==================== accum_bank_flat
===== config.mk =====
export PLATFORM = sky130hd
export DESIGN_NAME = accum_bank_flat
export DESIGN_NICKNAME = d
export VERILOG_FILES = /design/src/rtl/accum_bank_if.sv /design/src/rtl/accum_bank.sv /design/src/flat_wrapper.sv
export SDC_FILE = /design/constraint.sdc
export NUM_CORES = 1
export LEC_CHECK = 0
export ABC_AREA = 1
export CORE_MARGIN = 2
export CORE_UTILIZATION = 55
export CTS_CLUSTER_DIAMETER = 100
export DETAILED_ROUTE_END_ITERATION = 7
export PLACE_DENSITY = 0.76
export SYNTH_ARGS = -nofsm -noshare
export SYNTH_HDL_FRONTEND = slang
export SYNTH_SLANG_ARGS = --single-unit

===== constraint.sdc =====
create_clock -name clk_i -period 5.02 [get_ports clk_i]
set_input_delay 1.506 -clock clk_i [delete_from_list [all_inputs] [get_ports clk_i]]
set_output_delay 1.506 -clock clk_i [all_outputs]
set_load 0.01 [all_outputs]

===== src/rtl/accum_bank_if.sv =====
// accum_bank_if: sample input, control and drain-output bundle for accum_bank.
interface accum_bank_if #(
  parameter int WIDTH = 4,
  parameter int ACC_WIDTH = 8,
  parameter int CHANNELS = 4
);
  localparam int CW = $clog2(CHANNELS);
  logic [WIDTH-1:0] data;
  logic data_valid;
  logic [CW-1:0] channel;
  logic clear;
  logic dump;
  logic busy;
  logic [ACC_WIDTH-1:0] reg_sum;
  logic [ACC_WIDTH-1:0] sum;
  logic [ACC_WIDTH-1:0] out_data;
  logic [CW-1:0] out_channel;
  logic out_overflow;
  logic out_valid;
  logic out_ready;
  modport master (
    output data, data_valid, channel, clear, dump, out_ready,
    input  busy, reg_sum, sum, out_data, out_channel, out_overflow, out_valid
  );
  modport slave (
    input  data, data_valid, channel, clear, dump, out_ready,
    output busy, reg_sum, sum, out_data, out_channel, out_overflow, out_valid
  );
endinterface


===== src/rtl/accum_bank.sv =====
// accum_bank: CHANNELS wrap/saturate accumulators with sticky overflow and a
// valid/ready drain that streams and clears every channel in order.
module accum_bank #(
  parameter int WIDTH = 4,
  parameter int ACC_WIDTH = 8,
  parameter int CHANNELS = 4,
  parameter int SATURATE = 0
) (
  input logic clk_i,
  input logic rst_i,
  accum_bank_if.slave bus
);
  localparam int CW = $clog2(CHANNELS);
  typedef enum logic {IDLE, DRAIN} state_e;
  state_e state_q, state_d;
  logic [CW-1:0] idx_q, idx_d;
  logic [ACC_WIDTH-1:0] acc_q [CHANNELS];
  logic [ACC_WIDTH-1:0] acc_d [CHANNELS];
  logic [CHANNELS-1:0] ovf_q, ovf_d;
  logic [ACC_WIDTH:0] raw;
  logic carry;
  logic [ACC_WIDTH-1:0] next_sum;
  logic busy;
  assign raw = {1'b0, acc_q[bus.channel]} + (ACC_WIDTH+1)'(bus.data);
  assign carry = raw[ACC_WIDTH];
  assign next_sum = (SATURATE != 0 && carry) ? '1 : raw[ACC_WIDTH-1:0];
  assign busy = (state_q == DRAIN);
  assign bus.busy = busy;
  assign bus.out_valid = busy;
  assign bus.out_data = busy ? acc_q[idx_q] : '0;
  assign bus.out_channel = busy ? idx_q : '0;
  assign bus.out_overflow = busy & ovf_q[idx_q];
  assign bus.reg_sum = acc_q[bus.channel];
  assign bus.sum = next_sum;
  always_comb begin
    state_d = state_q;
    idx_d = idx_q;
    acc_d = acc_q;
    ovf_d = ovf_q;
    if (bus.clear) begin
      state_d = IDLE;
      idx_d = '0;
      acc_d = '{default: '0};
      ovf_d = '0;
    end else if (state_q == IDLE) begin
      if (bus.data_valid) begin
        acc_d[bus.channel] = next_sum;
        ovf_d[bus.channel] = ovf_q[bus.channel] | carry;
      end
      if (bus.dump) begin
        state_d = DRAIN;
        idx_d = '0;
      end
    end else if (bus.out_ready) begin
      acc_d[idx_q] = '0;
      ovf_d[idx_q] = 1'b0;
      // CHANNELS is a power of two, so the index wraps back to 0 on the last word
      idx_d = idx_q + CW'(1);
      state_d = (idx_q == CW'(CHANNELS - 1)) ? IDLE : DRAIN;
    end
  end
  always_ff @(posedge clk_i or posedge rst_i) begin
    if (rst_i) begin
      state_q <= IDLE;
      idx_q <= '0;
      acc_q <= '{default: '0};
      ovf_q <= '0;
    end else begin
      state_q <= state_d;
      idx_q <= idx_d;
      acc_q <= acc_d;
      ovf_q <= ovf_d;
    end
  end
endmodule


===== src/flat_wrapper.sv =====
// flat-port wrapper written by rule: the top's interface ports become plain ports
module accum_bank_flat 
#(
  parameter int WIDTH = 4,
  parameter int ACC_WIDTH = 8,
  parameter int CHANNELS = 4,
  parameter int SATURATE = 0
)
  (clk_i, rst_i, bus_data, bus_data_valid, bus_channel, bus_clear, bus_dump, bus_out_ready, bus_busy, bus_reg_sum, bus_sum, bus_out_data, bus_out_channel, bus_out_overflow, bus_out_valid);
  accum_bank_if #(.WIDTH(WIDTH), .ACC_WIDTH(ACC_WIDTH), .CHANNELS(CHANNELS)) bus_i ();
  input logic clk_i;
  input logic rst_i;
  input wire logic [$bits(bus_i.data)-1:0] bus_data;
  input wire logic [$bits(bus_i.data_valid)-1:0] bus_data_valid;
  input wire logic [$bits(bus_i.channel)-1:0] bus_channel;
  input wire logic [$bits(bus_i.clear)-1:0] bus_clear;
  input wire logic [$bits(bus_i.dump)-1:0] bus_dump;
  input wire logic [$bits(bus_i.out_ready)-1:0] bus_out_ready;
  output wire logic [$bits(bus_i.busy)-1:0] bus_busy;
  output wire logic [$bits(bus_i.reg_sum)-1:0] bus_reg_sum;
  output wire logic [$bits(bus_i.sum)-1:0] bus_sum;
  output wire logic [$bits(bus_i.out_data)-1:0] bus_out_data;
  output wire logic [$bits(bus_i.out_channel)-1:0] bus_out_channel;
  output wire logic [$bits(bus_i.out_overflow)-1:0] bus_out_overflow;
  output wire logic [$bits(bus_i.out_valid)-1:0] bus_out_valid;
  assign bus_i.data = bus_data;
  assign bus_i.data_valid = bus_data_valid;
  assign bus_i.channel = bus_channel;
  assign bus_i.clear = bus_clear;
  assign bus_i.dump = bus_dump;
  assign bus_i.out_ready = bus_out_ready;
  assign bus_busy = bus_i.busy;
  assign bus_reg_sum = bus_i.reg_sum;
  assign bus_sum = bus_i.sum;
  assign bus_out_data = bus_i.out_data;
  assign bus_out_channel = bus_i.out_channel;
  assign bus_out_overflow = bus_i.out_overflow;
  assign bus_out_valid = bus_i.out_valid;
  accum_bank #(.WIDTH(WIDTH), .ACC_WIDTH(ACC_WIDTH), .CHANNELS(CHANNELS), .SATURATE(SATURATE)) u_core (.clk_i(clk_i), .rst_i(rst_i), .bus(bus_i));
endmodule

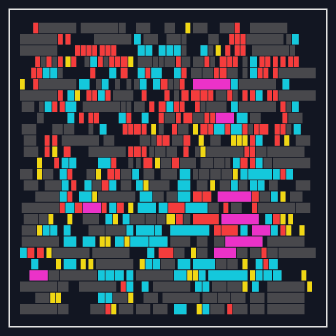
(accum_bank_flat/logic_types.png)
legend:
  adder and majority cells:
    colour: magenta
    cells: 9
  inverters:
    colour: yellow
    cells: 55
  inverting AOI/OAI gates:
    colour: cyan
    cells: 116
    where: widely spread
  NAND gates:
    colour: red
    cells: 148

==> critical path, delay by kind of cell <==
kind                     cells  cell delay, ns
buffers and inverters        6            0.69
adder cells (fa/ha/maj)      1            0.24
AND-OR/OR-AND                1            0.28
AND/OR/NAND/NOR              8            0.80
==> layer usage <==
metal	track usage, %	vias up
li1	-	1595
met1	46.24	1576
met2	54.51	197
met3	6.517	28
met4	12.91	0
met5	0	-
==> metrics by stage <==
step	std cells	TNS [ns]	power [mW]	cell area (um^2)	utilization, %
3_3_place_gp	572	-4.631	0.8767	3640	71.72
5_1_grt	587	-0.1093	1.206	3935	77.54
3_5_place_dp	572	-5.139	0.8879	3640	71.72
4_1_cts	585	0	1.107	3869	76.23
2_1_floorplan	433	-0.007310	0.6736	2892	-
6_report	587	-0.01202	1.141	3935	77.54
==> area by class of cell <==
type	instances	area, um^2
fill	396	1140
timing repair buffer	91	768.2
clock inverter	1	5.005
inverter	55	209.0
clock buffer	7	76.32
multi-input combinational	324	1813
sequential	39	975.9
tap	70	87.58
==> what timing repair did <==
action                     in CTS  in global routing
hold buffers                    0                  0
setup endpoints to repair      10                  7
pin swaps                       4                  9
buffers inserted                5                  2
gates resized                  37                 16
==> CHANGELOG.md <==
### Changed

* Fp util at 56.83%
* Outcome: finished with violations
* Worst-path cell chain: buf_4, inv_2, buf_4, nor2_4, inv_4, o221ai_4, ha_4, nand3_1, nand2_2, nand2_2, nand2_4, nand2_1, nand2_1, nand2_2, inv_1, dlygate4sd2_1
* CTS tree: built
* Post-synth seq share at 33.84%
* Number of logged tool warnings at 31
* # IOs at 41
* Final worst slack at -0.01202 ns
* Drt first pass iters at 5
* Root Buffer: clkbuf_8
* WS Path Type: input port to output pin
* Max-slew violations at 0
* Failing checks: setup timing
* EDFF count, synth at 0
* Hold Crit Class: flip-flop to flip-flop
* Max reg flops at 32
* Max stage delay on crit path at 0.28 ns
* DR WL met2 at 4576 um
* Pint at 0.6735 mW
* Clock power frac at 18.5%
* Syn Area/Cell at 6.661 um^2
* WL/cell at 16.98 um
* Lkg Pwr at 1.904 nW
* Leading cell types by count after synthesis: 119 x nand2_1, 49 x inv_1, 44 x a21oi_1
* Final setup fails at 1
* #FFs+latches synth at 39

==================== pipe_skid_reg
### config.mk
export PLATFORM = sky130hd
export DESIGN_NAME = pipe_skid_reg
export DESIGN_NICKNAME = d
export VERILOG_FILES = /design/src/rtl/pipe_skid_reg.sv
export SDC_FILE = /design/constraint.sdc
export NUM_CORES = 1
export LEC_CHECK = 0
export ABC_AREA = 1
export CORE_UTILIZATION = 42
export DETAILED_ROUTE_END_ITERATION = 8
export PLACE_DENSITY = 0.86
export SLEW_MARGIN = 20
export SYNTH_ARGS = -nofsm -noshare
export SYNTH_HDL_FRONTEND = slang
export SYNTH_SLANG_ARGS = --single-unit
### constraint.sdc
create_clock -name clk -period 1.6 [get_ports clk]
set_clock_uncertainty 0.2 [all_clocks]
set_input_delay 0.16 -clock clk [delete_from_list [all_inputs] [get_ports clk]]
set_output_delay 0.16 -clock clk [all_outputs]
set_load 0.02 [all_outputs]
### src/rtl/pipe_skid_reg.sv
// Registered pipeline stage with a 2-entry skid buffer, forwarding select and
// an extend/shift transform applied to the word at accept time.
module pipe_skid_reg #(
   parameter int                 WIDTH    = 32,
   parameter int                 NUM_SRC  = 3,
   parameter int                 SEL_W    = 2,
   parameter int                 EXT_IN_W = 16,
   parameter logic [WIDTH-1:0]   BUBBLE   = '0
) (
   input  logic                       clk,
   input  logic                       reset,
   input  logic                       in_valid,
   output logic                       in_ready,
   input  logic [NUM_SRC*WIDTH-1:0]   src_data,
   input  logic [SEL_W-1:0]           src_sel,
   input  logic [1:0]                 ext_mode,
   input  logic                       flush,
   output logic                       out_valid,
   input  logic                       out_ready,
   output logic [WIDTH-1:0]           out_data,
   output logic [1:0]                 occupancy,
   output logic                       sel_err
);

   // Occupancy doubles as the FSM state and is exported on the occupancy port.
   localparam logic [1:0] ST_EMPTY = 2'd0;
   localparam logic [1:0] ST_ONE   = 2'd1;
   localparam logic [1:0] ST_FULL  = 2'd2;

   logic [1:0]       r_state;
   logic             r_in_ready;
   logic             r_sel_err;
   logic [WIDTH-1:0] r_head;
   logic [WIDTH-1:0] r_skid;

   logic [WIDTH-1:0] w_sel;
   logic             w_sel_oob;
   logic [WIDTH-1:0] w_word;
   logic             w_accept;
   logic             w_drain;
   logic [1:0]       w_state_nxt;
   logic [WIDTH-1:0] w_head_nxt;
   logic [WIDTH-1:0] w_skid_nxt;

   // Out-of-range selects fall back to source 0.
   always_comb begin
      w_sel = src_data[0 +: WIDTH];
      for (int k = 1; k < NUM_SRC; k++) begin
         if (src_sel == SEL_W'(k)) w_sel = src_data[k*WIDTH +: WIDTH];
      end
   end

   assign w_sel_oob = (32'(src_sel) >= NUM_SRC);

   always_comb begin
      w_word = w_sel;
      case (ext_mode)
         2'b01:   w_word = {{(WIDTH-EXT_IN_W){w_sel[EXT_IN_W-1]}}, w_sel[EXT_IN_W-1:0]};
         2'b10:   w_word = {{(WIDTH-EXT_IN_W){1'b0}}, w_sel[EXT_IN_W-1:0]};
         2'b11:   w_word = {w_sel[WIDTH-3:0], 2'b00};
         default: w_word = w_sel;
      endcase
   end

   // A word moves on an edge where valid and ready are both high; in_ready is
   // a flop so out_ready never reaches it combinationally.
   assign w_accept = in_valid & r_in_ready;
   assign w_drain  = out_valid & out_ready;

   always_comb begin
      w_state_nxt = r_state;
      w_head_nxt  = r_head;
      w_skid_nxt  = r_skid;
      case (r_state)
         ST_EMPTY: begin
            if (w_accept) begin
               w_state_nxt = ST_ONE;
               w_head_nxt  = w_word;
            end
         end
         ST_ONE: begin
            if (w_accept && w_drain) begin
               w_head_nxt = w_word;
            end else if (w_accept) begin
               w_state_nxt = ST_FULL;
               w_skid_nxt  = w_word;
            end else if (w_drain) begin
               w_state_nxt = ST_EMPTY;
            end
         end
         ST_FULL: begin
            if (w_drain) begin
               w_state_nxt = ST_ONE;
               w_head_nxt  = r_skid;
            end
         end
         default: w_state_nxt = ST_EMPTY;
      endcase
      if (flush) w_state_nxt = ST_EMPTY;
   end

   always_ff @(posedge clk) begin
      if (reset) begin
         r_state    <= ST_EMPTY;
         r_in_ready <= 1'b1;
         r_sel_err  <= 1'b0;
         r_head     <= BUBBLE;
         r_skid     <= BUBBLE;
      end else begin
         r_state    <= w_state_nxt;
         r_in_ready <= (w_state_nxt != ST_FULL);
         r_head     <= w_head_nxt;
         r_skid     <= w_skid_nxt;
         if (w_accept && w_sel_oob) r_sel_err <= 1'b1;
      end
   end

   assign in_ready  = r_in_ready;
   assign out_valid = (r_state != ST_EMPTY);
   assign out_data  = out_valid ? r_head : BUBBLE;
   assign occupancy = r_state;
   assign sel_err   = r_sel_err;

endmodule

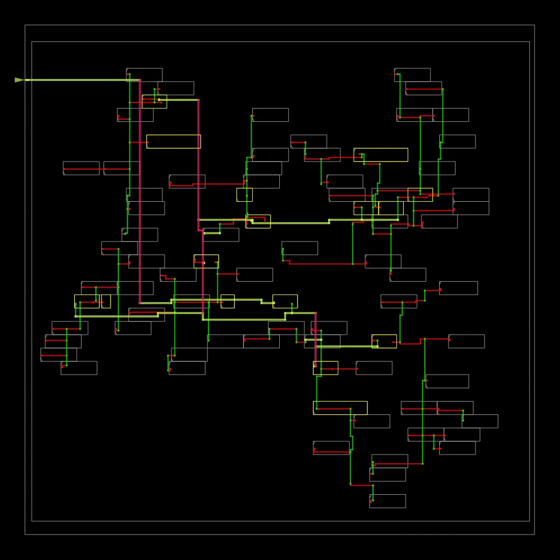
(pipe_skid_reg/clocks.png)
clock buffers: 10
CTS Sinks: 68
worst-skew pair later-pin latency: 0.36 ns
Clock group: 1.79 mW
Seq Cell Count: 68

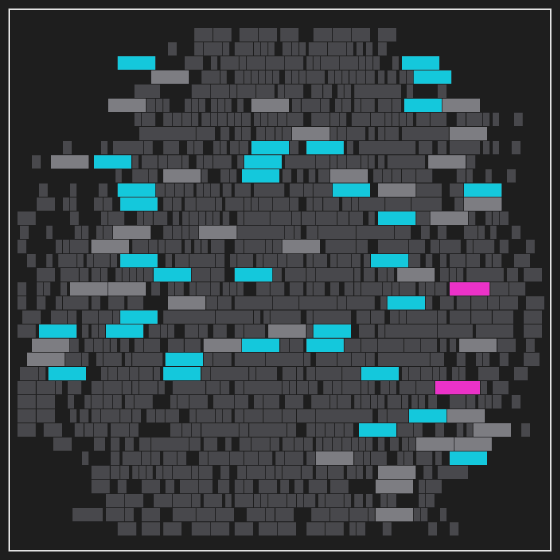
(pipe_skid_reg/flops_by_reg.png)
Other sequential cells in the stronger grey, the rest of the logic in the fainter grey.
legend:
  `occupancy`:
    colour: magenta
    flops: 2
  `r_skid`:
    colour: cyan
    flops: 32

==> CHANGELOG.md <==
### Changed

* Outcome: finished with violations
* Failing checks: setup timing
* Layout cell share with drive strength beyond 1 at 24.37%
* Final setup fails at 62
* Floorplan row count at 36
* Sequential portion of the cell area at 19.50%
* Final worst slack at -0.1145 ns
* R2R Path Start: occupancy[1]
* Endpoints failing hold at 0
* Met1 GRT Util at 32.78%
* GRT Residual Overflow at 0
* Min Hold Slack at 0.2000 ns
* Nets at 970
* Die Y at 104.1 um
* CP arrival at 1.76 ns
* CTS tree: built
* Top cell excl fill/tap: nand2_1
* #FFs+latches synth at 68
* Drt first pass iters at 6
* Metal3 WL at 1478 um
* Library cells used by synthesis at 30
* Horiz. Die Dim at 104.1 um
* Post-DP HPWL at 10200 um
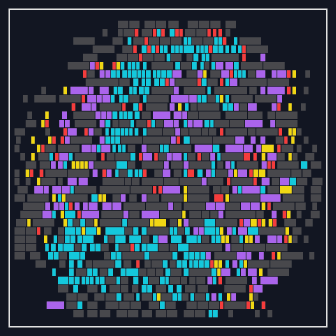
(pipe_skid_reg/logic_types.png)
legend:
  NOR gates:
    colour: yellow
    cells: 71
  inverting AOI/OAI gates:
    colour: purple
    cells: 144
  inverters:
    colour: red
    cells: 81
    where: widely spread
  NAND gates:
    colour: cyan
    cells: 246

repair_timing:
item,CTS,global route
gates cloned,3,4
setup buffers,0,16
setup endpoints to repair,79,99
gates resized,154,84
pin swaps,0,17
worst max-delay path by stage:
stage,start,end,slack [ns],depth (start not counted)
floorplan,occupancy[1],r_head[16],0.02,7
global placement,src_sel[1],r_skid[23],-0.41,7
detailed placement,src_sel[1],r_head[26],-0.43,9
CTS,occupancy[1],out_data[10],-0.17,4
global route,occupancy[1],r_head[10],-0.15,7
finish,occupancy[1],r_head[10],-0.11,7
cells by family after synthesis:
kind of cell,count (synthesis),synth area share [%]
simple gates,338,36.41
compound gates,153,19.79
buf+inv,127,12.67
flops,68,31.12
registers in the layout, summed over array words and instances, names as in the netlist:
name       count
sel_err        1
in_ready       1
occupancy      2
r_skid        32
r_head        32
report_power, final:
| group | total (mW) | switching (mW) | internal (mW) | leakage (nW) |
|---|---|---|---|---|
| sequential | 1.85 | 0.0617 | 1.79 | 0.558 |
| clock | 1.79 | 0.716 | 1.08 | 0.122 |
| combinational | 1.41 | 0.720 | 0.688 | 2.60 |
| total | 5.05 | 1.50 | 3.55 | 3.28 |

==================== id_ex_stage
--- src/rtl/mips_pkg.sv ---
// Shared opcode encodings, ID/EX control-vector layout and the NOP word
// used by the MIPS-subset decode stage.
package mips_pkg;

  localparam logic [5:0] OP_RTYPE = 6'h00;
  localparam logic [5:0] OP_J     = 6'h02;
  localparam logic [5:0] OP_BEQ   = 6'h04;
  localparam logic [5:0] OP_ADDI  = 6'h08;
  localparam logic [5:0] OP_LW    = 6'h23;
  localparam logic [5:0] OP_SW    = 6'h2B;

  // Bit positions inside the 6-bit control vector handed to EX.
  localparam int CTRL_W        = 6;
  localparam int CTRL_REGWRITE = 5;
  localparam int CTRL_MEMREAD  = 4;
  localparam int CTRL_MEMWRITE = 3;
  localparam int CTRL_ALUSRC   = 2;
  localparam int CTRL_REGDST   = 1;
  localparam int CTRL_ALU_OP_R = 0;

  localparam logic [31:0] NOP = 32'h0000_0000;

endpackage

--- src/rtl/id_hazard_unit.sv ---
// Combinational load-use and branch-operand hazard detection for the ID stage.
// Register 0 is hard-wired and never creates a dependency.
module id_hazard_unit (
  input  logic       is_beq,
  input  logic       reads_rs,
  input  logic       reads_rt,
  input  logic [4:0] rs,
  input  logic [4:0] rt,
  input  logic       idex_memread,
  input  logic       idex_regwrite,
  input  logic [4:0] idex_dest,
  input  logic       exmem_memread,
  input  logic [4:0] exmem_dest,
  output logic       stall
);

  logic idex_hit;
  logic exmem_hit;
  logic load_use;
  logic branch_haz;

  assign idex_hit  = (idex_dest != 5'd0) &&
                     ((reads_rs && (rs == idex_dest)) || (reads_rt && (rt == idex_dest)));
  assign exmem_hit = (exmem_dest != 5'd0) &&
                     ((rs == exmem_dest) || (rt == exmem_dest));

  assign load_use   = idex_memread && idex_hit;
  // beq compares in ID, so it must also wait for ALU results and for a load still in MEM.
  assign branch_haz = is_beq && ((idex_regwrite && idex_hit) || (exmem_memread && exmem_hit));

  assign stall = load_use || branch_haz;

endmodule

--- src/rtl/id_ex_stage.sv ---
// ID stage: decodes the MIPS subset, resolves beq/j early, raises stall/flush
// towards fetch and owns the ID/EX pipeline register plus event counters.
module id_ex_stage
  import mips_pkg::*;
#(
  parameter int PC_W   = 8,
  parameter int DATA_W = 32,
  parameter int CNT_W  = 16
) (
  input  logic              clock,
  input  logic              reset,
  input  logic [31:0]       instruction_in,
  input  logic [PC_W-1:0]   pc_plus4_in,
  output logic [4:0]        rf_rs_addr,
  output logic [4:0]        rf_rt_addr,
  input  logic [DATA_W-1:0] rf_rs_data,
  input  logic [DATA_W-1:0] rf_rt_data,
  input  logic [4:0]        exmem_dest,
  input  logic              exmem_memread,
  output logic              stall_out,
  output logic              flush_out,
  output logic [PC_W-1:0]   pc_redirect,
  output logic [CTRL_W-1:0] idex_ctrl,
  output logic [DATA_W-1:0] idex_rs_data,
  output logic [DATA_W-1:0] idex_rt_data,
  output logic [DATA_W-1:0] idex_imm,
  output logic [4:0]        idex_rs,
  output logic [4:0]        idex_rt,
  output logic [4:0]        idex_dest,
  output logic [PC_W-1:0]   idex_pc,
  output logic [CNT_W-1:0]  stall_count,
  output logic [CNT_W-1:0]  flush_count
);

  logic [5:0]        op;
  logic [4:0]        rs, rt, rd;
  logic [DATA_W-1:0] imm_sext;
  logic [CTRL_W-1:0] dec_ctrl;
  logic [4:0]        dec_dest;
  logic              dec_valid;
  logic              reads_rs, reads_rt;
  logic              is_beq, is_j;
  logic              beq_taken;
  logic [PC_W-1:0]   branch_target, jump_target;

  assign op         = instruction_in[31:26];
  assign rs         = instruction_in[25:21];
  assign rt         = instruction_in[20:16];
  assign rd         = instruction_in[15:11];
  assign imm_sext   = {{(DATA_W-16){instruction_in[15]}}, instruction_in[15:0]};
  assign rf_rs_addr = rs;
  assign rf_rt_addr = rt;

  // NOTE: every output of a combinational block gets a default first so no latch is inferred.
  always_comb begin
    dec_ctrl  = '0;
    dec_dest  = 5'd0;
    dec_valid = 1'b0;
    reads_rs  = 1'b0;
    reads_rt  = 1'b0;
    is_beq    = 1'b0;
    is_j      = 1'b0;
    case (op)
      OP_RTYPE: if (instruction_in != NOP) begin
        dec_ctrl[CTRL_REGWRITE] = 1'b1;
        dec_ctrl[CTRL_REGDST]   = 1'b1;
        dec_ctrl[CTRL_ALU_OP_R] = 1'b1;
        dec_dest  = rd;
        dec_valid = 1'b1;
        reads_rs  = 1'b1;
        reads_rt  = 1'b1;
      end
      OP_LW: begin
        dec_ctrl[CTRL_REGWRITE] = 1'b1;
        dec_ctrl[CTRL_MEMREAD]  = 1'b1;
        dec_ctrl[CTRL_ALUSRC]   = 1'b1;
        dec_dest  = rt;
        dec_valid = 1'b1;
        reads_rs  = 1'b1;
      end
      OP_SW: begin
        dec_ctrl[CTRL_MEMWRITE] = 1'b1;
        dec_ctrl[CTRL_ALUSRC]   = 1'b1;
        dec_valid = 1'b1;
        reads_rs  = 1'b1;
        reads_rt  = 1'b1;
      end
      OP_ADDI: begin
        dec_ctrl[CTRL_REGWRITE] = 1'b1;
        dec_ctrl[CTRL_ALUSRC]   = 1'b1;
        dec_dest  = rt;
        dec_valid = 1'b1;
        reads_rs  = 1'b1;
      end
      OP_BEQ: begin
        is_beq    = 1'b1;
        dec_valid = 1'b1;
        reads_rs  = 1'b1;
        reads_rt  = 1'b1;
      end
      OP_J: begin
        is_j      = 1'b1;
        dec_valid = 1'b1;
      end
      default: ;
    endcase
  end

  id_hazard_unit u_hazard (
    .is_beq        (is_beq),
    .reads_rs      (reads_rs),
    .reads_rt      (reads_rt),
    .rs            (rs),
    .rt            (rt),
    .idex_memread  (idex_ctrl[CTRL_MEMREAD]),
    .idex_regwrite (idex_ctrl[CTRL_REGWRITE]),
    .idex_dest     (idex_dest),
    .exmem_memread (exmem_memread),
    .exmem_dest    (exmem_dest),
    .stall         (stall_out)
  );

  assign beq_taken     = is_beq && (rf_rs_data == rf_rt_data);
  assign branch_target = pc_plus4_in + {instruction_in[PC_W-3:0], 2'b00};
  assign jump_target   = {instruction_in[PC_W-3:0], 2'b00};
  assign flush_out     = !stall_out && (beq_taken || is_j);
  assign pc_redirect   = is_j ? jump_target : branch_target;

  // NOTE: sequential state uses non-blocking assignments so all registers update together.
  always_ff @(posedge clock or posedge reset) begin
    if (reset) begin
      idex_ctrl    <= '0;
      idex_rs_data <= '0;
      idex_rt_data <= '0;
      idex_imm     <= '0;
      idex_rs      <= 5'd0;
      idex_rt      <= 5'd0;
      idex_dest    <= 5'd0;
      idex_pc      <= '0;
    end else if (stall_out || !dec_valid) begin
      idex_ctrl    <= '0;
      idex_rs_data <= '0;
      idex_rt_data <= '0;
      idex_imm     <= '0;
      idex_rs      <= 5'd0;
      idex_rt      <= 5'd0;
      idex_dest    <= 5'd0;
      idex_pc      <= '0;
    end else begin
      idex_ctrl    <= dec_ctrl;
      idex_rs_data <= rf_rs_data;
      idex_rt_data <= rf_rt_data;
      idex_imm     <= imm_sext;
      idex_rs      <= rs;
      idex_rt      <= rt;
      idex_dest    <= dec_dest;
      idex_pc      <= pc_plus4_in;
    end
  end

  always_ff @(posedge clock or posedge reset) begin
    if (reset) begin
      stall_count <= '0;
      flush_count <= '0;
    end else begin
      if (stall_out && (stall_count != '1)) stall_count <= stall_count + CNT_W'(1);
      if (flush_out && (flush_count != '1)) flush_count <= flush_count + CNT_W'(1);
    end
  end

endmodule

--- config.mk ---
export PLATFORM = sky130hd
export DESIGN_NAME = id_ex_stage
export DESIGN_NICKNAME = d
export VERILOG_FILES = /design/src/rtl/mips_pkg.sv /design/src/rtl/id_hazard_unit.sv /design/src/rtl/id_ex_stage.sv
export SDC_FILE = /design/constraint.sdc
export NUM_CORES = 1
export LEC_CHECK = 0
export ABC_AREA = 1
export ABC_CLOCK_PERIOD_IN_PS = 6120
export CAP_MARGIN = 10
export CORE_MARGIN = 3
export CORE_UTILIZATION = 43
export DETAILED_ROUTE_END_ITERATION = 16
export PLACE_DENSITY = 0.87
export SLEW_MARGIN = 15
export SYNTH_ARGS = -nofsm -noshare
export SYNTH_HDL_FRONTEND = slang
export SYNTH_SLANG_ARGS = --single-unit
--- constraint.sdc ---
create_clock -name clock -period 6.12 [get_ports clock]
set_input_delay 1.224 -clock clock [delete_from_list [all_inputs] [get_ports clock]]
set_output_delay 1.224 -clock clock [all_outputs]
set_load 0.1 [all_outputs]
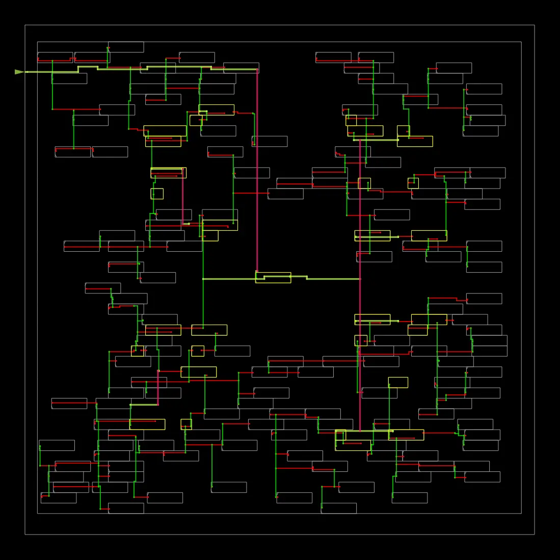
(id_ex_stage/clocks.png)
CTS buffer count: 17
clk_skew: 0.01056 ns
worst-skew pair later-pin latency: 0.42 ns

## per-stage QoR
stage	cells	total power, mW	utilization [%]	setup WS (ns)
finish	1315	2.552	66.98	1.220
global route	1315	2.638	66.98	1.002
CTS	1315	2.573	66.98	1.238
detailed placement	1283	1.563	63.17	1.244
global placement	1283	1.557	63.17	1.290
floorplan	829	1.373	-	0.6610
## cell families (layout without fill, tap and decap cells)
| logic type | Yosys count | after routing | synth area share [%] |
|---|---|---|---|
| AND-OR/OR-AND | 33 | 33 | 3.069 |
| XOR/XNOR | 56 | 56 | 7.161 |
| adder cells (fa/ha/maj) | 8 | 8 | 1.571 |
| buffers and inverters | 185 | 460 | 11.86 |
| flip-flops | 140 | 140 | 51.15 |
| AND/OR/NAND/NOR | 407 | 407 | 25.19 |
## cell type report
cell class	instances	area (um^2)	area share, %
Inverter	137	519.2	5.043
Tap cell	211	264.0	2.564
Clock buffer	19	452.9	4.399
Clock inverter	13	132.6	1.288
Sequential cell	140	3503	34.03
Timing Repair Buffer	291	2885	28.02
Multi-Input combinational cell	504	2539	24.66
==> CHANGELOG.md <==
### Changed

* Max stage delay on crit path at 0.47 ns
* First-pass GRT wire length at 33270 um
* Syn Area/Cell at 8.262 um^2
* Endpoints failing hold at 0
* Reg-to-Reg End: flush_count[11]
* CP endpoint: flush_out
* RSZ-0062 raised after global routing: false
* Outcome: completed
* Critical path peak fanout at 16
* Stages on worst setup path at 16
* Cell area after synthesis at 0.006849 mm^2
* Critical path launch point: instruction_in[28]
* Clk pin slew, worst setup/hold paths at 0.06 ns
* Largest net degree at the start of global routing at 104
* Switching Fraction at 33.35%
* Yosys warning total at 0
* P_seq at 0.962 mW
* #FFs+latches synth at 140
* Chip area at 0.01748 mm^2
* Post-DP HPWL at 15990 um

==================== line_drive_sequencer
==> line_drive_sequencer/flops_by_reg.png <==
Other sequential cells in the stronger grey, the rest of the logic in the fainter grey.
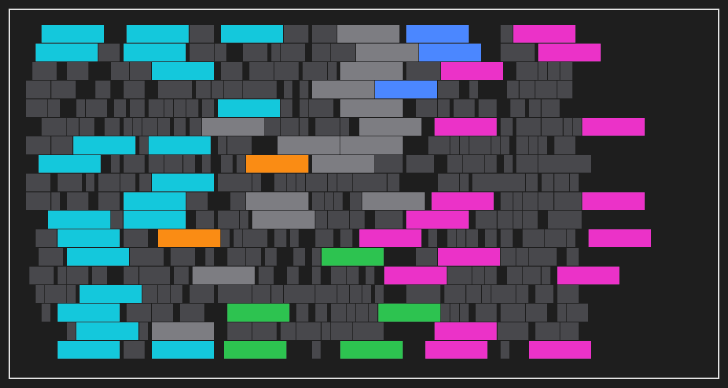
==> line_drive_sequencer/placement_by_type.png <==
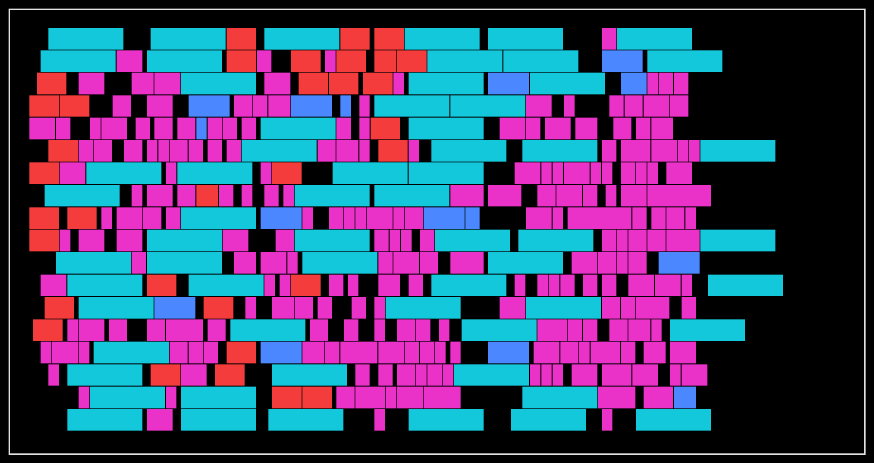
==> line_drive_sequencer/logic_types.png <==
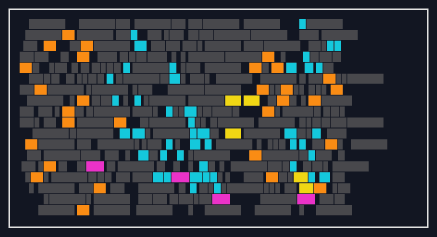
### config.mk
export PLATFORM = sky130hd
export DESIGN_NAME = line_drive_sequencer
export DESIGN_NICKNAME = d
export VERILOG_FILES = /design/src/rtl/line_drive_sequencer.sv
export SDC_FILE = /design/constraint.sdc
export NUM_CORES = 1
export LEC_CHECK = 0
export CORE_ASPECT_RATIO = 0.5
export CORE_MARGIN = 2
export CORE_UTILIZATION = 60
export CTS_CLUSTER_SIZE = 30
export DETAILED_ROUTE_END_ITERATION = 16
export PLACE_DENSITY = 0.89
export SLEW_MARGIN = 25
export SYNTH_ARGS = -nofsm -noshare
export SYNTH_HDL_FRONTEND = slang
export SYNTH_SLANG_ARGS = --single-unit
### constraint.sdc
create_clock -name clk -period 5 [get_ports clk]
set_input_delay 0.5 -clock clk [delete_from_list [all_inputs] [get_ports clk]]
set_output_delay 0.5 -clock clk [all_outputs]
set_load 0.05 [all_outputs]
### src/rtl/line_drive_sequencer.sv
// Line-following front end for the two wheel PWM generators.
// Owns the servo frame timebase, cleans up the three line sensors
// (two-flop synchroniser plus debounce), and steers through a small FSM
// whose state changes only at frame wraps, so no PWM pulse is ever cut short.
module line_drive_sequencer #(
    parameter int unsigned PERIOD      = 2000000,
    parameter int unsigned CNT_W       = 21,
    parameter int unsigned DEBOUNCE    = 50000,
    parameter int unsigned LOST_FRAMES = 25
) (
    input  logic             clk,
    input  logic             reset,
    input  logic             sensor_l,
    input  logic             sensor_m,
    input  logic             sensor_r,
    output logic [CNT_W-1:0] count_out,
    output logic             motor_reset,
    output logic [1:0]       direction_l,
    output logic [1:0]       direction_r,
    output logic             frame_start
);

    localparam int unsigned DB_W   = (DEBOUNCE > 1) ? $clog2(DEBOUNCE) : 1;
    localparam int unsigned LOST_W = $clog2(LOST_FRAMES + 1);

    localparam logic [CNT_W-1:0]  CNT_LAST = CNT_W'(PERIOD - 1);
    localparam logic [DB_W-1:0]   DB_LAST  = DB_W'(DEBOUNCE - 1);
    localparam logic [LOST_W-1:0] LOST_MAX = LOST_W'(LOST_FRAMES);

    localparam logic [2:0] ST_STOP   = 3'd0;
    localparam logic [2:0] ST_FWD    = 3'd1;
    localparam logic [2:0] ST_SOFT_L = 3'd2;
    localparam logic [2:0] ST_HARD_L = 3'd3;
    localparam logic [2:0] ST_SOFT_R = 3'd4;
    localparam logic [2:0] ST_HARD_R = 3'd5;

    // Wheel codes; the left wheel is mirror-mounted, so "forward" is ccw there.
    localparam logic [1:0] DIR_STOP = 2'b00;
    localparam logic [1:0] DIR_CW   = 2'b01;
    localparam logic [1:0] DIR_CCW  = 2'b10;

    logic [CNT_W-1:0]  r_count;
    logic              r_frame_start;
    logic [2:0]        r_sync1;
    logic [2:0]        r_sync2;
    logic [2:0]        r_prev;
    logic [2:0]        r_sensed;
    logic [DB_W-1:0]   r_db_cnt;
    logic [2:0]        r_state;
    logic [LOST_W-1:0] r_lost;
    logic [1:0]        r_dir_l;
    logic [1:0]        r_dir_r;

    logic              w_wrap;
    logic              w_changed;
    logic [DB_W-1:0]   w_db_cnt_next;
    logic [2:0]        w_state_next;
    logic [LOST_W-1:0] w_lost_next;
    logic [1:0]        w_dir_l_next;
    logic [1:0]        w_dir_r_next;

    assign w_wrap      = (r_count == CNT_LAST);
    assign w_changed   = (r_sync2 != r_prev);

    assign count_out   = r_count;
    assign frame_start = r_frame_start;
    assign direction_l = r_dir_l;
    assign direction_r = r_dir_r;
    // Restart pulse lands on the last count so the PWM generators are off as count hits 0.
    assign motor_reset = reset | w_wrap;

    // Frame counter and the registered frame-start pulse (absent in the first frame).
    always_ff @(posedge clk or posedge reset) begin
        if (reset) begin
            r_count       <= '0;
            r_frame_start <= 1'b0;
        end else begin
            r_count       <= w_wrap ? '0 : r_count + CNT_W'(1);
            r_frame_start <= w_wrap;
        end
    end

    // Debounce counter: restarts on any change, saturates once the vector is accepted.
    always_comb begin
        if (w_changed) begin
            w_db_cnt_next = '0;
        end else if (r_db_cnt == DB_LAST) begin
            w_db_cnt_next = r_db_cnt;
        end else begin
            w_db_cnt_next = r_db_cnt + DB_W'(1);
        end
    end

    // Synchroniser chain, change detector and accepted sensor vector.
    always_ff @(posedge clk or posedge reset) begin
        if (reset) begin
            r_sync1  <= '0;
            r_sync2  <= '0;
            r_prev   <= '0;
            r_db_cnt <= '0;
            r_sensed <= '0;
        end else begin
            r_sync1  <= {sensor_l, sensor_m, sensor_r};
            r_sync2  <= r_sync1;
            r_prev   <= r_sync2;
            r_db_cnt <= w_db_cnt_next;
            if (!w_changed && (w_db_cnt_next == DB_LAST)) begin
                r_sensed <= r_sync2;
            end
        end
    end

    // Steering decision from the accepted vector; all-white holds until the line is lost.
    always_comb begin
        w_state_next = r_state;
        w_lost_next  = '0;
        case (r_sensed)
            3'b010, 3'b101: w_state_next = ST_FWD;
            3'b110:         w_state_next = ST_SOFT_L;
            3'b100:         w_state_next = ST_HARD_L;
            3'b011:         w_state_next = ST_SOFT_R;
            3'b001:         w_state_next = ST_HARD_R;
            3'b111:         w_state_next = ST_STOP;
            default: begin
                w_lost_next = (r_lost == LOST_MAX) ? r_lost : r_lost + LOST_W'(1);
                if (w_lost_next == LOST_MAX) begin
                    w_state_next = ST_STOP;
                end
            end
        endcase
    end

    // Wheel codes for the state the FSM is about to enter.
    always_comb begin
        w_dir_l_next = DIR_STOP;
        w_dir_r_next = DIR_STOP;
        case (w_state_next)
            ST_FWD: begin
                w_dir_l_next = DIR_CCW;
                w_dir_r_next = DIR_CW;
            end
            ST_SOFT_L: begin
                w_dir_l_next = DIR_STOP;
                w_dir_r_next = DIR_CW;
            end
            ST_HARD_L: begin
                w_dir_l_next = DIR_CW;
                w_dir_r_next = DIR_CW;
            end
            ST_SOFT_R: begin
                w_dir_l_next = DIR_CCW;
                w_dir_r_next = DIR_STOP;
            end
            ST_HARD_R: begin
                w_dir_l_next = DIR_CCW;
                w_dir_r_next = DIR_CCW;
            end
            default: begin
                w_dir_l_next = DIR_STOP;
                w_dir_r_next = DIR_STOP;
            end
        endcase
    end

    // FSM, lost counter and direction outputs advance only on the frame wrap.
    always_ff @(posedge clk or posedge reset) begin
        if (reset) begin
            r_state <= ST_STOP;
            r_lost  <= '0;
            r_dir_l <= DIR_STOP;
            r_dir_r <= DIR_STOP;
        end else if (w_wrap) begin
            r_state <= w_state_next;
            r_lost  <= w_lost_next;
            r_dir_l <= w_dir_l_next;
            r_dir_r <= w_dir_r_next;
        end
    end

endmodule

==> CHANGELOG.md <==
### Changed

* Stages on worst setup path at 8
* Non-clk buf share at 9.197%
* Final min period at 3.416 ns
* R2R Setup Slk at 2.31 ns
* Comb. cell area at 0.001373 mm^2
* Most common cell in the netlist: dfrtp_1
* Pre-CTS WS at 1.942 ns
* XORs/XNORs by Area at 8.533%
* Initial antenna violation count at 0
* Highest Signal Layer: met4
* Post-DP HPWL at 4183 um
* CP endpoint: motor_reset
* Syn Area/Cell at 10.12 um^2
* Outcome: completed
* Chip area at 0.005575 mm^2
* Largest net degree at the start of global routing at 63
* Tap cell count at 70
* Cell area after synthesis at 0.002977 mm^2
* Most frequent CP cell: and3_1
* CTS tree: built
## Picture notes: line_drive_sequencer/flops_by_reg.png
legend:
  `r_prev`:
    colour: blue
    flops: 3
  `r_lost`:
    colour: green
    flops: 5
    where: bottom centre
  `r_db_cnt`:
    colour: magenta
    flops: 16
  `direction_r`:
    colour: orange
    flops: 2
  `count_out`:
    colour: cyan
    flops: 21
not coloured: 15

## Picture notes: line_drive_sequencer/placement_by_type.png
legend:
  clock drivers and dummy loads:
    colour: blue
    cells: 15
    share_of_their_area: 4.8%
  flops:
    colour: cyan
    cells: 62
    share_of_their_area: 45%
  other buffers and delay cells:
    colour: red
    cells: 33
    share_of_their_area: 9.4%
  combinational and other logic:
    colour: magenta
    cells: 227
    share_of_their_area: 41%

## Picture notes: line_drive_sequencer/logic_types.png
legend:
  multiplexers:
    colour: yellow
    cells: 5
  adder and majority cells:
    colour: magenta
    cells: 4
    where: bottom centre
  XOR/XNOR gates:
    colour: orange
    cells: 29
  inverting AOI/OAI gates:
    colour: cyan
    cells: 44

[power breakdown]
part,leakage [nW],internal (mW),switching [mW]
sequential,0.831,0.506,0.00395
clock,0.0824,0.191,0.184
combinational,0.568,0.00795,0.0169
[placed cells by master (no fill, tap or decap), types with 6 or more instances in the layout]
cell,Yosys,final
dfrtp_1,62,62
nand2_1,34,34
clkdlybuf4s50_1,0,31
nor2_1,25,25
nand3_1,22,22
xnor2_1,17,17
o21ai_1,15,15
xor2_1,12,12
clkbuf_8,0,10
nand4_1,8,8
a21oi_1,7,7
inv_1,8,7
and3_1,7,7
o21ai_0,6,6
[stage by stage]
step / hold WS, ns / instances
finish: 0.3545 / 407
global route: 0.3618 / 407
CTS: 0.3561 / 407
detailed placement: 0.3413 / 392
global placement: 0.3313 / 392
floorplan: 0.3312 / 294
[sequential cells by signal, indices dropped and copies added (netlist names)]
name / flops
r_state: 3
r_sync2: 3
count_out: 21
direction_r: 2
r_prev: 3
r_db_cnt: 16
direction_l: 2
frame_start: 1
r_sync1: 3
r_sensed: 3
r_lost: 5
[layer usage]
metal,GRT usage (%),vias up
li1,-,1125
met1,25.72,1125
met2,41.94,72
met3,7.506,16
met4,10.59,0
met5,0,-

==================== button_repeat
==> button_repeat/clocks.png <==
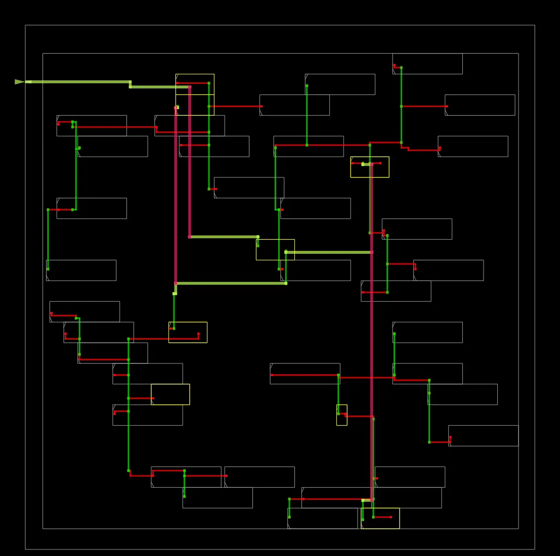
==> button_repeat/clk_routes.png <==
Bar = 20 um.
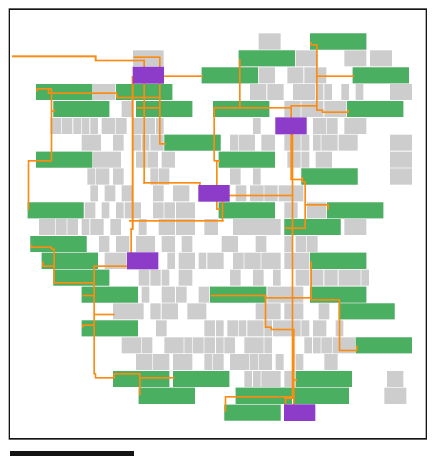
===== src/rtl/button_repeat.sv =====
`default_nettype none
// ============================================================================
// Module   : button_repeat
// Purpose  : Turns debounced button levels into single-cycle step pulses for
//            the EQ parameter-edit logic. A press gives one immediate step,
//            a second step after FIRST_DELAY cycles, then one step every
//            REPEAT_PERIOD cycles until release. Only one button (the lowest
//            index pressed from idle) owns the block at a time.
// Ports    : clock      - system clock
//            reset      - asynchronous reset, active low (0 = in reset)
//            clean      - debounced button levels, 1 = pressed
//            step       - one-hot single-cycle step pulse for the owner
//            held       - one-hot owner indicator
//            repeating  - high while auto-repeat is running
// Macro    : BUTTON_REPEAT_ACCEL_EN - after ACCEL_COUNT repeat steps the
//            repeat period drops to REPEAT_PERIOD/4 for the rest of the hold.
// Revision : 1.0 - initial release
// ============================================================================
module button_repeat #(
    parameter int N_BTN         = 4,
    parameter int FIRST_DELAY   = 13500000,
    parameter int REPEAT_PERIOD = 2700000,
    parameter int CNT_W         = 24,
    parameter int ACCEL_COUNT   = 8
) (
    input  logic             clock,
    input  logic             reset,
    input  logic [N_BTN-1:0] clean,
    output logic [N_BTN-1:0] step,
    output logic [N_BTN-1:0] held,
    output logic             repeating
);

    // Elaboration-time sanity checks on the configuration.
    generate
        if (FIRST_DELAY < 2 || REPEAT_PERIOD < 4 || ACCEL_COUNT < 1 ||
            (FIRST_DELAY - 1) >= (2 ** CNT_W)) begin : g_param_check
            $error("button_repeat: invalid parameter set");
        end
    endgenerate

    typedef enum logic [1:0] {
        LOCKOUT = 2'd0,
        IDLE    = 2'd1,
        ARMED   = 2'd2,
        REPEAT  = 2'd3
    } state_t;

    localparam logic [CNT_W-1:0] c_FIRST_TC  = CNT_W'(FIRST_DELAY - 1);
    localparam logic [CNT_W-1:0] c_REPEAT_TC = CNT_W'(REPEAT_PERIOD - 1);

    state_t           r_state, w_state;
    logic [CNT_W-1:0] r_cnt, w_cnt;
    logic [N_BTN-1:0] r_held, w_held;
    logic [N_BTN-1:0] r_step, w_step;
    logic             r_rep, w_rep;
    logic [N_BTN-1:0] w_pick;
    logic             w_found;
    logic             w_owner_on;
    logic [CNT_W-1:0] w_period_tc;

`ifdef BUTTON_REPEAT_ACCEL_EN
    localparam int               c_TALLY_W = $clog2(ACCEL_COUNT + 1);
    localparam logic [c_TALLY_W-1:0] c_TALLY_MAX = c_TALLY_W'(ACCEL_COUNT);
    localparam logic [CNT_W-1:0] c_FAST_TC = CNT_W'((REPEAT_PERIOD >> 2) - 1);
    logic [c_TALLY_W-1:0] r_tally, w_tally;

    assign w_period_tc = (r_tally == c_TALLY_MAX) ? c_FAST_TC : c_REPEAT_TC;
`else
    assign w_period_tc = c_REPEAT_TC;
`endif

    // Lowest-index pressed button becomes the owner.
    always_comb begin
        w_pick  = '0;
        w_found = 1'b0;
        for (int i = 0; i < N_BTN; i++) begin
            if (clean[i] && !w_found) begin
                w_pick[i] = 1'b1;
                w_found   = 1'b1;
            end
        end
    end

    assign w_owner_on = |(clean & r_held);

    always_ff @(posedge clock or negedge reset) begin
        if (!reset) begin
            r_state <= LOCKOUT;
            r_cnt   <= '0;
            r_held  <= '0;
            r_step  <= '0;
            r_rep   <= 1'b0;
`ifdef BUTTON_REPEAT_ACCEL_EN
            r_tally <= '0;
`endif
        end else begin
            r_state <= w_state;
            r_cnt   <= w_cnt;
            r_held  <= w_held;
            r_step  <= w_step;
            r_rep   <= w_rep;
`ifdef BUTTON_REPEAT_ACCEL_EN
            r_tally <= w_tally;
`endif
        end
    end

    always_comb begin
        w_state = r_state;
        w_cnt   = r_cnt;
        w_held  = r_held;
        w_step  = '0;
        w_rep   = r_rep;
`ifdef BUTTON_REPEAT_ACCEL_EN
        w_tally = r_tally;
`endif
        case (r_state)
            LOCKOUT: begin
                w_held = '0;
                w_rep  = 1'b0;
                w_cnt  = '0;
                if (clean == '0) begin
                    w_state = IDLE;
                end
            end
            IDLE: begin
                if (w_found) begin
                    w_held  = w_pick;
                    w_step  = w_pick;
                    w_cnt   = '0;
                    w_state = ARMED;
`ifdef BUTTON_REPEAT_ACCEL_EN
                    w_tally = '0;
`endif
                end
            end
            ARMED, REPEAT: begin
                if (!w_owner_on) begin
                    // Release beats a coincident terminal count.
                    w_held  = '0;
                    w_rep   = 1'b0;
                    w_cnt   = '0;
                    w_state = (clean == '0) ? IDLE : LOCKOUT;
`ifdef BUTTON_REPEAT_ACCEL_EN
                    w_tally = '0;
`endif
                end else if (r_state == ARMED && r_cnt == c_FIRST_TC) begin
                    w_step  = r_held;
                    w_cnt   = '0;
                    w_rep   = 1'b1;
                    w_state = REPEAT;
                end else if (r_state == REPEAT && r_cnt == w_period_tc) begin
                    w_step = r_held;
                    w_cnt  = '0;
`ifdef BUTTON_REPEAT_ACCEL_EN
                    if (r_tally != c_TALLY_MAX) begin
                        w_tally = r_tally + 1'b1;
                    end
`endif
                end else begin
                    w_cnt = r_cnt + 1'b1;
                end
            end
            default: begin
                w_state = LOCKOUT;
            end
        endcase
    end

    assign step      = r_step;
    assign held      = r_held;
    assign repeating = r_rep;

endmodule
`default_nettype wire


===== config.mk =====
export PLATFORM = sky130hd
export DESIGN_NAME = button_repeat
export DESIGN_NICKNAME = d
export VERILOG_FILES = /design/src/rtl/button_repeat.sv
export SDC_FILE = /design/constraint.sdc
export NUM_CORES = 1
export LEC_CHECK = 0
export ABC_CLOCK_PERIOD_IN_PS = 3200
export CORE_AREA = 2 2 65 67
export CTS_CLUSTER_SIZE = 14
export DETAILED_ROUTE_END_ITERATION = 12
export DIE_AREA = 0 0 67 69
export PLACE_DENSITY = 0.68
export SYNTH_ARGS = -nofsm -noshare
export SYNTH_HDL_FRONTEND = slang
export SYNTH_SLANG_ARGS = --single-unit
export TNS_END_PERCENT = 100

===== constraint.sdc =====
create_clock -name clock -period 3.2 [get_ports clock]
set_input_delay 0.64 -clock clock [delete_from_list [all_inputs] [get_ports clock]]
set_output_delay 0.64 -clock clock [all_outputs]
set_load 0.005 [all_outputs]

==> CHANGELOG.md <==
### Changed

* CTS buffer count at 5
* Placed cell count at 266
* Yosys cell count at 204
* Fp util at 47.99%
* Total wire length at 4207 um
* Setup Buffers After CTS at 0
* Endpoints failing hold at 0
* Syn Area/Cell at 9.206 um^2
* Highest Signal Layer: met4
* Stages on worst setup path at 7
* WHS Endpoint: r_cnt[8]
* Post-DP Area at 0.002062 mm^2
* Layout cell share with drive strength beyond 1 at 7.143%
* Post-route DRC at 0
* EDFF count, synth at 0
* R2R cell count at 7
* Post-synth seq share at 46.64%
* Final setup fails at 0
* Outcome: completed
* #FFs+latches synth at 35
* Asr flop ratio synth at 100.0%
* M1 WL at 2014 um
* Hold path cells at 1
* Number of logged tool warnings at 26
About button_repeat/clocks.png:
CTS Sinks: 35
Seq Cell Count: 35
worst-skew pair later-pin latency: 0.30 ns
Clock group: 0.355 mW
clk_skew: 0.005941 ns

About button_repeat/clk_routes.png:
legend:
  clock drivers:
    colour: purple
    count: 5
  clock wires:
    colour: orange
    length: 484 um
  flip-flops:
    colour: green
    count: 35
routed clock nets: 6
flops lie: widely spread

cell type report:
type / count / area share [%]
timing repair buffer: 18 / 7.870
multi-input combinational: 159 / 43.40
sequential: 35 / 40.51
tap: 50 / 2.894
inverter: 4 / 0.6944
clock buffer: 8 / 4.630
routing by layer:
layer	vias to the layer above	GRT usage, %
li1	784	-
met1	788	28.33
met2	37	29.48
met3	7	4.078
met4	0	9.524
met5	-	0
cells by family after synthesis:
logic type | count (synthesis) | synth area share (%)
and+or+nand+nor | 101 | 27.18
DFF | 35 | 46.64
buffers and inverters | 10 | 3.397
AOI/OAI and AO/OA | 51 | 19.19
xor gates and xnor gates | 4 | 1.866
adders and majority gates | 1 | 0.6661
muxes | 2 | 1.066
worst register-to-register path, cell delays in order (launching register included):
cell,delay (ns)
dfrtp_1,0.42
ha_1,0.23
nand4_1,0.19
nor3_1,0.73
a21oi_2,0.26
buf_4,0.26
and3_1,0.18
a221o_1,0.27
power by group:
part           internal [mW]  switching (mW)  leakage (nW)
combinational         0.0107          0.0156         0.377
sequential             0.444         0.00148         0.488
clock                  0.196           0.159        0.0515
flip-flops by register name (all words and copies together), names as in the netlist:
signal / cells
r_cnt: 24
held: 4
step: 4
r_state: 2
repeating: 1


==> layout pictures side by side <==
Placed cells, one colour a class.
shot_01.png
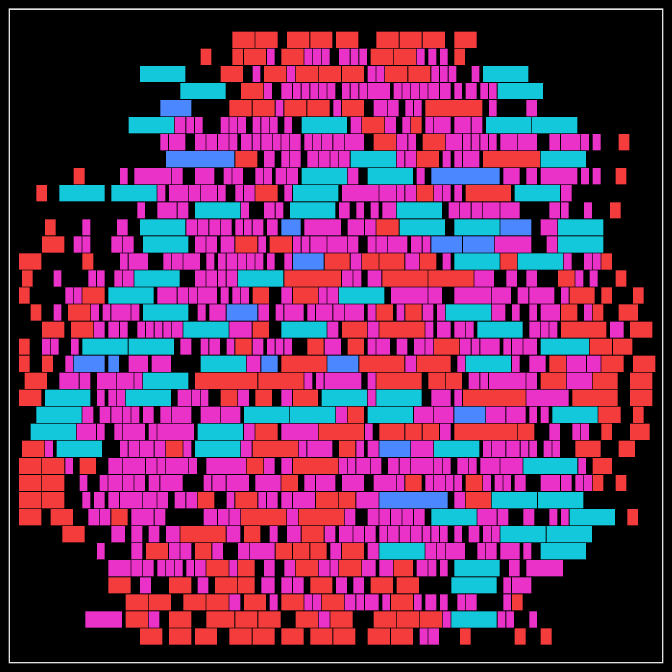
shot_02.png
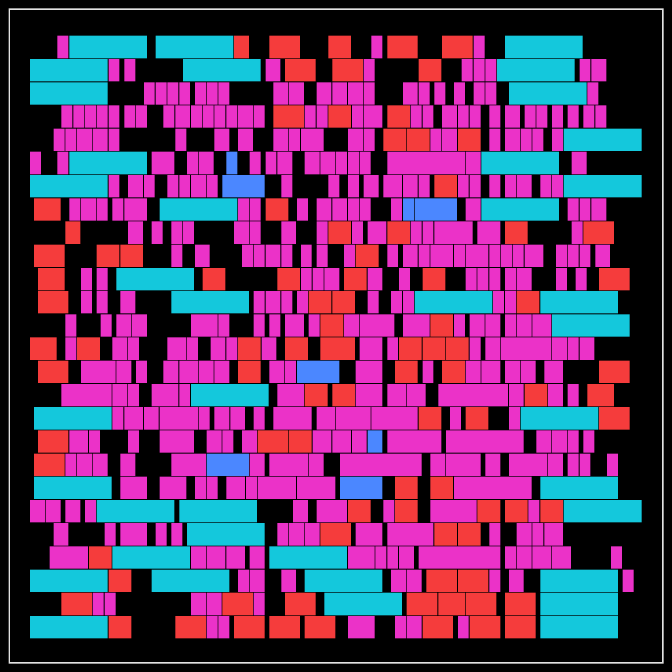
shot_03.png
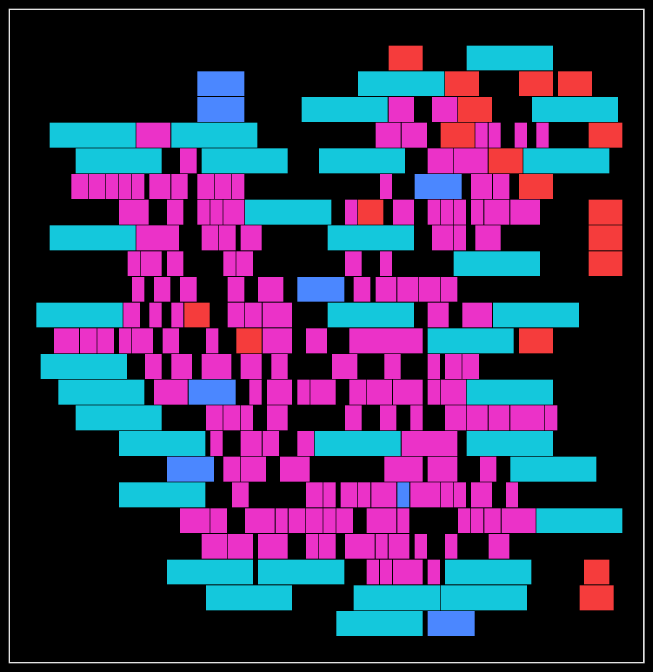
shot_04.png
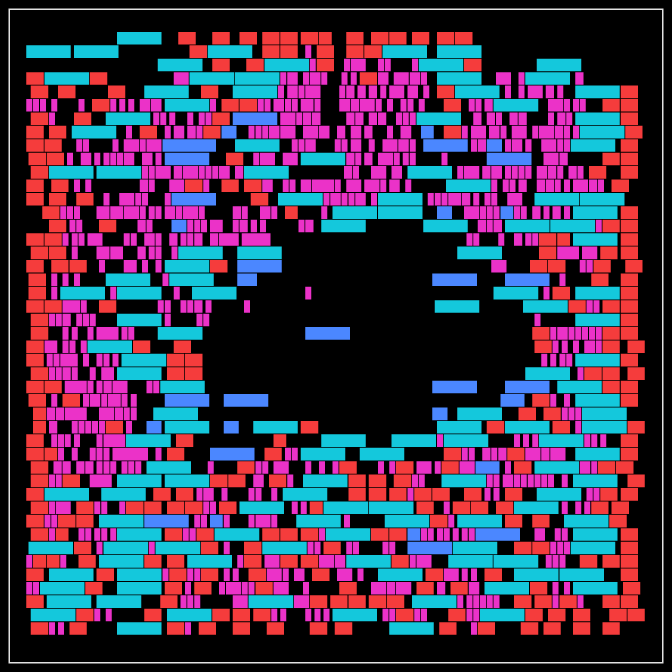
- shot_02.png = accum_bank_flat
- shot_03.png = button_repeat
- shot_01.png = pipe_skid_reg
- shot_04.png = id_ex_stage
Of these, fewest cells: shot_03.png

Power and IR drop assume default switching activity.
